# ---- mode_exec ----
mode_exec/met1.png
Supply wires on this layer in grey.
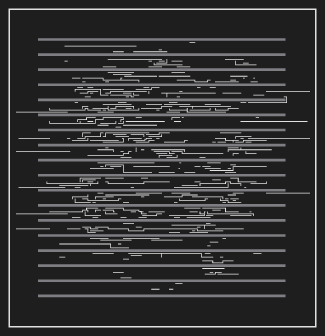
mode_exec/met2.png
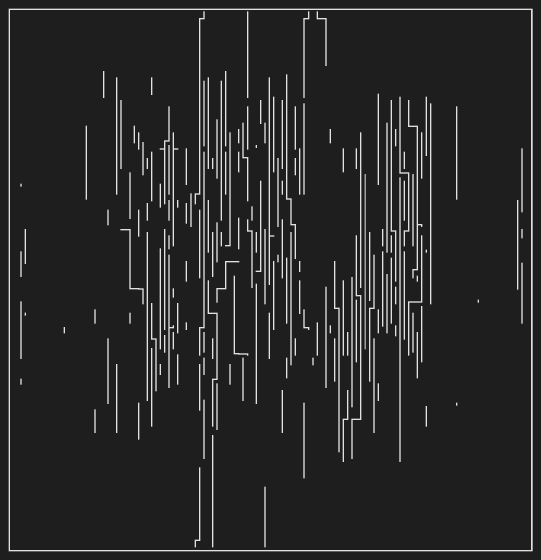
--- config.mk ---
export PLATFORM = sky130hd
export DESIGN_NAME = mode_exec
export DESIGN_NICKNAME = d
export VERILOG_FILES = /design/src/rtl/mode_exec.sv
export SDC_FILE = /design/constraint.sdc
export NUM_CORES = 1
export LEC_CHECK = 0
export ABC_AREA = 0
export ABC_CLOCK_PERIOD_IN_PS = 3500
export CAP_MARGIN = 10
export CORE_AREA = 5 5 50 52
export DETAILED_ROUTE_END_ITERATION = 10
export DIE_AREA = 0 0 55 57
export GPL_ROUTABILITY_DRIVEN = 1
export PLACE_DENSITY = 0.81
export SETUP_SLACK_MARGIN = 0.02
export SLEW_MARGIN = 20
export SYNTH_ARGS = -nofsm -noshare
export SYNTH_HDL_FRONTEND = slang
export SYNTH_SLANG_ARGS = --single-unit
--- constraint.sdc ---
create_clock -name clk -period 3.5 [get_ports clk]
set_input_delay 1.05 -clock clk [delete_from_list [all_inputs] [get_ports clk]]
set_output_delay 1.05 -clock clk [all_outputs]
set_load 0.03 [all_outputs]
--- src/rtl/mode_exec.sv ---
// Consumer of the READY/SET/GO mode stream: arms, captures a count, runs a
// countdown on GO and pulses done on completion, flagging out-of-order codes.
module mode_exec #(
    parameter int WIDTH = 8
) (
    input  logic             clk,
    input  logic             reset,
    input  logic             mode_valid,
    input  logic [2:0]       mode_code,
    output logic             mode_ready,
    input  logic [WIDTH-1:0] load_data,
    output logic             busy,
    output logic [WIDTH-1:0] count,
    output logic             done,
    output logic             err,
    input  logic             err_clr
);

    localparam logic [2:0] CODE_READY = 3'b101;
    localparam logic [2:0] CODE_SET   = 3'b010;
    localparam logic [2:0] CODE_GO    = 3'b110;

    typedef enum logic [1:0] {
        IDLE   = 2'd0,
        ARMED  = 2'd1,
        RUN    = 2'd2,
        FINISH = 2'd3
    } state_t;

    state_t state;
    logic   loaded;
    logic   accept;
    logic   err_set;

    assign mode_ready = (state == IDLE) || (state == ARMED);
    assign busy       = (state == RUN) || (state == FINISH);
    assign accept     = mode_valid && mode_ready;

    // Any accepted code that is illegal or out of order for the current state.
    always_comb begin
        err_set = 1'b0;
        if (accept) begin
            case (state)
                IDLE: err_set = (mode_code != CODE_READY);
                ARMED: begin
                    case (mode_code)
                        CODE_READY: err_set = 1'b0;
                        CODE_SET:   err_set = 1'b0;
                        CODE_GO:    err_set = !loaded;
                        default:    err_set = 1'b1;
                    endcase
                end
                default: err_set = 1'b0;
            endcase
        end
    end

    always_ff @(posedge clk or posedge reset) begin
        if (reset) begin
            state  <= IDLE;
            count  <= '0;
            loaded <= 1'b0;
            done   <= 1'b0;
            err    <= 1'b0;
        end else begin
            done <= 1'b0;
            if (err_set) begin
                err <= 1'b1;
            end else if (err_clr) begin
                err <= 1'b0;
            end

            case (state)
                IDLE: begin
                    if (accept && (mode_code == CODE_READY)) begin
                        state <= ARMED;
                    end
                end
                ARMED: begin
                    if (accept) begin
                        if (mode_code == CODE_SET) begin
                            count  <= load_data;
                            loaded <= 1'b1;
                        end else if ((mode_code == CODE_GO) && loaded) begin
                            // A zero count skips straight to completion.
                            if (count == '0) begin
                                state <= FINISH;
                                done  <= 1'b1;
                            end else begin
                                state <= RUN;
                            end
                        end
                    end
                end
                RUN: begin
                    count <= count - WIDTH'(1);
                    if (count == WIDTH'(1)) begin
                        state <= FINISH;
                        done  <= 1'b1;
                    end
                end
                FINISH: begin
                    loaded <= 1'b0;
                    state  <= IDLE;
                end
                default: state <= IDLE;
            endcase
        end
    end

endmodule

==> run summary <==
Reports from this run.

- The sequential cells in the finished layout cover a total of about 330 um^2.
- The number of storage elements in the synthesis netlist reads 13.
- The number of buffers between clock root and the deepest sink reads 2.
- The area of placed instances is roughly 0.0012 mm^2.
- The number of cells in the yosys synthesis report is 106.
- The largest stage delay on the critical path is around 0.66 ns.
- STA classifies the critical path startpoint as a flip-flop.
- The mean instance size in the synthesized netlist is 9.006 um^2.
- Prior to clock tree synthesis, the placed netlist has a worst setup slack of around 0.66 ns.
- The main flop type after synthesis is dfrtp_1.
- The count of flip-flops with a built-in enable after synthesis is 0.
- In the routed layout, each cell is associated on average with a via count of 5.463.
- The timing startpoint of the critical path reads state[1].
- The endpoint of the worst hold path is reported as loaded.
- The tightest slew margin relative to the limit is 67.35%.
- The initial antenna violation count reads 0.
- According to the finish report, the design has a final net count of 155.
- Of all cell types, the one taking the most synthesized area is dfrtp_1.
- The startpoint of the lowest-slack register-to-register path is state[1].
- The static leakage power reads about 0.00052 uW.
- 27 I/O pins were placed.
- The combinational cell area excluding buffers and inverters reads 563.0 um^2.
- The design draws 1155 uW.
- The run finished with clean final reports.
- The slew at the pin with the worst max-slew slack is between 0.4 and 0.5 ns.
- The global-route wire length before repair reads about 3.7 mm.
- The post-CTS setup-driven buffer insertion count reads 0.
- The HPWL after detailed placement reads 1.759 mm.
- The critical path endpoint reads mode_ready.
About mode_exec/met1.png:
main direction: horizontal
wire length on this layer: 954 um
share of all routed wire: 43%
nets with wire on the layer: 132
count of vias placed by the detailed router: 874
Routed WL: 2.224 mm
GR Layer Usage met1: 18.99%

About mode_exec/met2.png:
wire length on this layer: 1120 um
longest straight run: 29.9 um
share of all routed wire: 50%
nets with wire on the layer: 129
GRT met2 Usage: 26.69%

==> logic make-up after synthesis <==
kind of cell | after synthesis | synth area share [%]
simple gates | 34 | 20.84
flops | 13 | 34.08
buf+inv | 17 | 6.946
fa+ha+maj | 7 | 9.174
compound gates | 31 | 24.51
mux | 4 | 4.456
==> worst max-delay path, delay by kind of cell (launching register included) <==
kind | cells | cell delay, ns
and+or+nand+nor | 1 | 0.19
DFF | 1 | 0.41
buffers and inverters | 2 | 0.78
adders and majority gates | 1 | 0.36
==> power by group <==
part,internal [uW],switching (uW),total (uW)
sequential,219,90.1,309
combinational,345,411,756
clock,44.1,46.4,90.6
total,608,547,1160
==> sequential cells by signal, indices dropped and copies added, names as in the netlist <==
register,flops
done,1
state,2
count,8
loaded,1
err,1
==> cell type report <==
type	count	area share [%]
Timing Repair Buffer	27	21.21
Tap cell	28	2.775
Sequential cell	13	25.77
Multi-Input combinational cell	76	44.60
Clock buffer	4	2.081
Inverter	12	3.568
==> metal layers <==
| layer | share of wire (%) | track usage, % |
|---|---|---|
| met5 | 0 | 0 |
| met4 | 0.72 | 4.167 |
| met3 | 5.9 | 3.394 |
| met2 | 50 | 26.69 |
| met1 | 43 | 18.99 |

# ---- sb_ar_arbiter ----
## config.mk

```make
export PLATFORM = sky130hd
export DESIGN_NAME = sb_ar_arbiter
export DESIGN_NICKNAME = d
export VERILOG_FILES = /design/src/rtl/sb_ar_arbiter.sv
export SDC_FILE = /design/constraint.sdc
export NUM_CORES = 1
export LEC_CHECK = 0
export CAP_MARGIN = 20
export CORE_AREA = 3 3 145 147
export CTS_BUF_LIST = sky130_fd_sc_hd__clkbuf_8 sky130_fd_sc_hd__clkbuf_16
export DETAILED_ROUTE_END_ITERATION = 8
export DIE_AREA = 0 0 148 150
export GPL_ROUTABILITY_DRIVEN = 0
export SETUP_SLACK_MARGIN = 0.05
export SLEW_MARGIN = 5
export SYNTH_ARGS = -nofsm -noshare
export SYNTH_HDL_FRONTEND = slang
export SYNTH_SLANG_ARGS = --single-unit
```

## constraint.sdc

```tcl
create_clock -name clk -period 4 [get_ports clk]
set_clock_uncertainty 0.15 [all_clocks]
set_input_delay 0.4 -clock clk [delete_from_list [all_inputs] [get_ports clk]]
set_output_delay 0.4 -clock clk [all_outputs]
set_load 0.1 [all_outputs]
```

## src/rtl/sb_ar_arbiter.sv

```systemverilog
// sb_ar_arbiter
// Shares one AXI read channel between NUM_CELLS stream-buffer cells.
// AR requests from the cells are round-robin arbitrated onto the memory AR
// port one at a time. Returning R beats are steered back to the owning cell
// by RID, with no added latency.
//
// Handshake semantics (both AR sides): a transfer happens in a cycle where
// valid and ready are both high. A valid, once raised, stays high with a
// stable payload until that transfer. Ready may depend combinationally on
// valid. m_arvalid is raised only from the registered HOLD state. It is
// dropped before a transfer only by rst. RREADY is tied high, so every
// m_rvalid cycle is a beat.
module sb_ar_arbiter #(
    parameter int NUM_CELLS  = 4,
    parameter int ADDR_WIDTH = 32,
    parameter int DATA_WIDTH = 64,
    parameter int ID_WIDTH   = 4,
    parameter int ID_BASE    = 0
) (
    input  logic                                 clk,
    input  logic                                 rst,
    // cell side AR
    input  logic [NUM_CELLS-1:0][ADDR_WIDTH-1:0] cell_araddr,
    input  logic [NUM_CELLS-1:0][7:0]            cell_arlen,
    input  logic [NUM_CELLS-1:0][ID_WIDTH-1:0]   cell_arid,
    input  logic [NUM_CELLS-1:0]                 cell_arvalid,
    output logic [NUM_CELLS-1:0]                 cell_arready,
    // cell side R
    output logic [DATA_WIDTH-1:0]                cell_rdata,
    output logic [NUM_CELLS-1:0]                 cell_rvalid,
    output logic [NUM_CELLS-1:0]                 cell_rlast,
    // memory side AR
    output logic [ADDR_WIDTH-1:0]                m_araddr,
    output logic [7:0]                           m_arlen,
    output logic [ID_WIDTH-1:0]                  m_arid,
    output logic                                 m_arvalid,
    input  logic                                 m_arready,
    // memory side R
    input  logic [DATA_WIDTH-1:0]                m_rdata,
    input  logic [ID_WIDTH-1:0]                  m_rid,
    input  logic                                 m_rlast,
    input  logic                                 m_rvalid,
    output logic                                 m_rready,
    // status
    output logic [NUM_CELLS-1:0]                 busy,
    output logic                                 id_err,
    output logic                                 dbg_state
);

    localparam int CW = (NUM_CELLS > 1) ? $clog2(NUM_CELLS) : 1;

    typedef logic [CW-1:0] cell_idx_t;

    // ARB: nothing held, pick a cell. HOLD: registered request on m_ar*.
    typedef enum logic {
        ST_ARB  = 1'b0,
        ST_HOLD = 1'b1
    } state_t;

    // Reject configurations the index arithmetic below cannot represent.
    if (NUM_CELLS < 2 || NUM_CELLS > 8) begin : g_bad_num_cells
        $error("sb_ar_arbiter: NUM_CELLS must be in 2..8");
    end
    if (ID_BASE < 0 || (ID_BASE + NUM_CELLS - 1) >= (1 << ID_WIDTH)) begin : g_bad_id_range
        $error("sb_ar_arbiter: cell ID range does not fit in ID_WIDTH");
    end

    state_t                 state_q;
    state_t                 state_d;
    cell_idx_t              rr_ptr_q;
    cell_idx_t              grant_q;
    logic [ADDR_WIDTH-1:0]  araddr_q;
    logic [7:0]             arlen_q;
    logic [ID_WIDTH-1:0]    arid_q;
    logic [NUM_CELLS-1:0]   busy_q;
    logic [NUM_CELLS-1:0]   busy_d;
    logic                   id_err_q;

    logic [NUM_CELLS-1:0]   eligible;
    logic                   pick_valid;
    cell_idx_t              pick_idx;
    logic                   load_grant;
    logic                   ar_hs;
    cell_idx_t              next_ptr;

    int                     rid_off;
    logic                   rid_in_range;
    cell_idx_t              rid_idx;
    logic                   beat_clear;

    // A cell with a burst still outstanding may not be granted again until
    // that burst has fully drained, so RID routing stays unambiguous.
    assign eligible = cell_arvalid & ~busy_q;

    // Round-robin pick: first eligible cell at or after rr_ptr, wrapping.
    // Scanning from the farthest offset down lets the nearest one win.
    always_comb begin
        int        cand;
        cell_idx_t cand_idx;
        pick_valid = 1'b0;
        pick_idx   = '0;
        cand       = 0;
        cand_idx   = '0;
        for (int k = NUM_CELLS - 1; k >= 0; k--) begin
            cand     = (int'(rr_ptr_q) + k) % NUM_CELLS;
            cand_idx = cell_idx_t'(cand);
            if (eligible[cand_idx]) begin
                pick_valid = 1'b1;
                pick_idx   = cand_idx;
            end
        end
    end

    // FSM state register.
    always_ff @(posedge clk) begin
        if (rst) begin
            state_q <= ST_ARB;
        end else begin
            state_q <= state_d;
        end
    end

    // FSM next state and AR handshake outputs.
    always_comb begin
        state_d      = state_q;
        load_grant   = 1'b0;
        ar_hs        = 1'b0;
        m_arvalid    = 1'b0;
        cell_arready = '0;
        case (state_q)
            ST_ARB: begin
                if (pick_valid) begin
                    load_grant = 1'b1;
                    state_d    = ST_HOLD;
                end
            end
            ST_HOLD: begin
                m_arvalid = 1'b1;
                if (m_arready) begin
                    ar_hs                 = 1'b1;
                    cell_arready[grant_q] = 1'b1;
                    state_d               = ST_ARB;
                end
            end
            default: begin
                state_d = ST_ARB;
            end
        endcase
    end

    // Capture the winning cell and its payload so m_ar* stays stable in HOLD.
    always_ff @(posedge clk) begin
        if (rst) begin
            grant_q  <= '0;
            araddr_q <= '0;
            arlen_q  <= '0;
            arid_q   <= '0;
        end else if (load_grant) begin
            grant_q  <= pick_idx;
            araddr_q <= cell_araddr[pick_idx];
            arlen_q  <= cell_arlen[pick_idx];
            arid_q   <= cell_arid[pick_idx];
        end
    end

    // The cell just served becomes lowest priority on the next round.
    assign next_ptr = (grant_q == cell_idx_t'(NUM_CELLS - 1)) ? '0 : grant_q + 1'b1;

    // Round-robin pointer advances only on an accepted AR.
    always_ff @(posedge clk) begin
        if (rst) begin
            rr_ptr_q <= '0;
        end else if (ar_hs) begin
            rr_ptr_q <= next_ptr;
        end
    end

    // Decode RID into a cell index. RIDs below ID_BASE go negative and are
    // rejected together with the ones past the last cell.
    always_comb begin
        rid_off      = int'(m_rid) - ID_BASE;
        rid_in_range = (rid_off >= 0) && (rid_off < NUM_CELLS);
        rid_idx      = rid_in_range ? cell_idx_t'(rid_off) : '0;
    end

    // Steer R beats to the owning cell. Data is broadcast, and valid/last
    // reach only the addressed cell. Out-of-range beats are dropped.
    always_comb begin
        cell_rvalid = '0;
        cell_rlast  = '0;
        if (rid_in_range) begin
            cell_rvalid[rid_idx] = m_rvalid;
            cell_rlast[rid_idx]  = m_rvalid & m_rlast;
        end
    end

    assign beat_clear = m_rvalid & m_rlast & rid_in_range;

    // Busy bookkeeping. A set (new grant) and a clear (last beat) in the same
    // cycle always target different cells, so both are applied.
    always_comb begin
        busy_d = busy_q;
        if (beat_clear) begin
            busy_d[rid_idx] = 1'b0;
        end
        if (ar_hs) begin
            busy_d[grant_q] = 1'b1;
        end
    end

    // Busy register.
    always_ff @(posedge clk) begin
        if (rst) begin
            busy_q <= '0;
        end else begin
            busy_q <= busy_d;
        end
    end

    // Sticky flag for a beat whose RID belongs to no attached cell.
    always_ff @(posedge clk) begin
        if (rst) begin
            id_err_q <= 1'b0;
        end else if (m_rvalid && !rid_in_range) begin
            id_err_q <= 1'b1;
        end
    end

    assign m_araddr   = araddr_q;
    assign m_arlen    = arlen_q;
    assign m_arid     = arid_q;
    assign m_rready   = 1'b1;
    assign cell_rdata = m_rdata;
    assign busy       = busy_q;
    assign id_err     = id_err_q;
    assign dbg_state  = (state_q == ST_HOLD);

endmodule

```

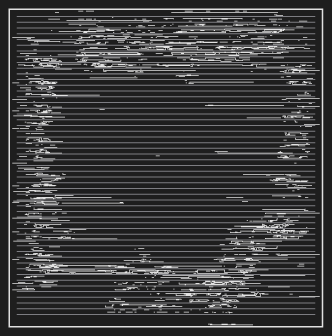
sb_ar_arbiter/met1.png
Supply wires on this layer in grey.
nets with wire on the layer: 661
wire length on this layer: 4970 um
main direction: horizontal
Routed WL: 12.92 mm
GR Layer Usage met1: 12.67%
count of vias placed by the detailed router: 3503

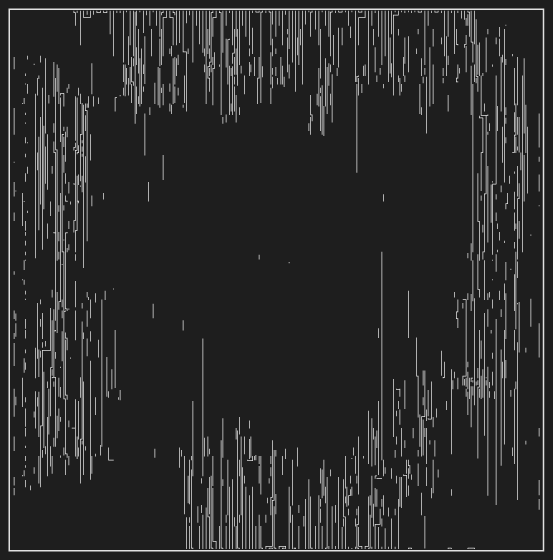
sb_ar_arbiter/met2.png
longest straight run: 57.8 um
share of all routed wire: 48%
GRT met2 Usage: 19.09%

-- registers in the layout, summed over array words and instances, names as in the netlist --
name	flops
dbg_state	1
busy	4
grant_q	2
rr_ptr_q	2
m_araddr	32
m_arlen	8
id_err	1
m_arid	4
-- cells in the final DEF (no fill, tap or decap), types with 4 or more instances in the layout --
master             n
a21oi_1           10
buf_4             20
clkbuf_16          5
clkdlybuf4s50_1  239
dfxtp_1           54
ha_1               4
inv_1             10
mux2i_1           88
nand2_1           54
nand2b_1           4
nor2_1            13
nor3_1             4
o21ai_0            4
o221ai_1          46
-- where the power goes --
part	total (uW)	internal [uW]	leakage, uW	switching (uW)
combinational	1060	385	0.00168	678
clock	422	225	0.0000723	197
sequential	640	602	0.000445	37.9
-- routing by layer --
metal	vias up	GRT usage (%)
met5	-	0
met4	0	4.573
met3	40	4.422
met2	180	19.09
met1	1559	12.67
li1	1724	-
-- cells by family (layout without fill, tap and decap cells) --
group                    after synthesis  count (layout)  synth area share, %
buffers and inverters                 99             275                18.91
AND/OR/NAND/NOR                       90              90                11.22
multiplexers                          88              88                24.38
AND-OR/OR-AND                         64              64                14.09
flip-flops                            54              54                29.92
adder cells (fa/ha/maj)                4               4                1.385
other                                  1               1               0.1038
==> run summary <==
Reports from this run.

- The flow ran to the end, and the final reports show no timing, DRC or antenna violations.
- The clock passes through at most 2 buffers.
- The post-layout total power is 2125 uW.
- The slew check shows that the tightest pin keeps a relative margin of 32.50%.
- Post-synthesis, Yosys gives the total cell area as between 0.003 and 0.004 mm^2.
- The total of fill cells in the finished design reads 2138.
- The portion of the layout cell area used by clock cells is 2.206%.
- The portion of the layout cell area used by non-clock buffers reads 42.61%.
- The number of buffers created by CTS is 5.
- The cell count after placement is 839.
- The post-cts sizing count is 0.
- The cell family contributing the most delay on the critical path is buffers and inverters.
- The area overhead of the layout relative to synthesis reads 66.41%.
- The cell with the largest stage delay on the worst path reads nand2b_2.
- The placeable core area is 0.02004 mm^2.
- Setup repair after global routing left no endpoint under its margin.
- The number of nets in the layout reads 833.
- The final critical path takes up 68.24% of the cycle.
- The initial antenna violation count is 0.
- The hold buffer count at CTS is 0.
- The later-pin clock latency in the skew report is 0.29 ns.
- The number of tap cells inserted reads 270.
- The number of distinct standard cells referenced by the synthesized netlist is 28.
- The die outline height reads 150 um.
- The core utilization before placement reads 18.03%.
- For reference, the clock transition at the flip-flops on the worst setup and hold paths is 0.07 ns.
- The library cell appearing most often on the critical path is o221ai_1.


==> gallery <==
Clock routing.
panel A
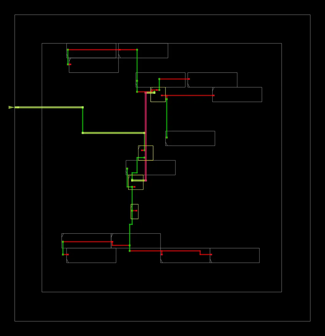
panel B
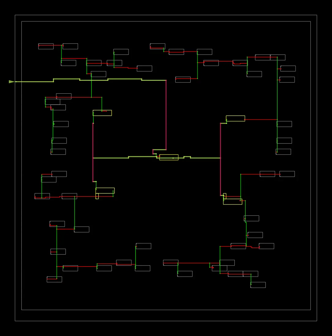
mode_exec: panel A
sb_ar_arbiter: panel B

Power figures rest on the tool's default switching activity, not on a simulated workload.
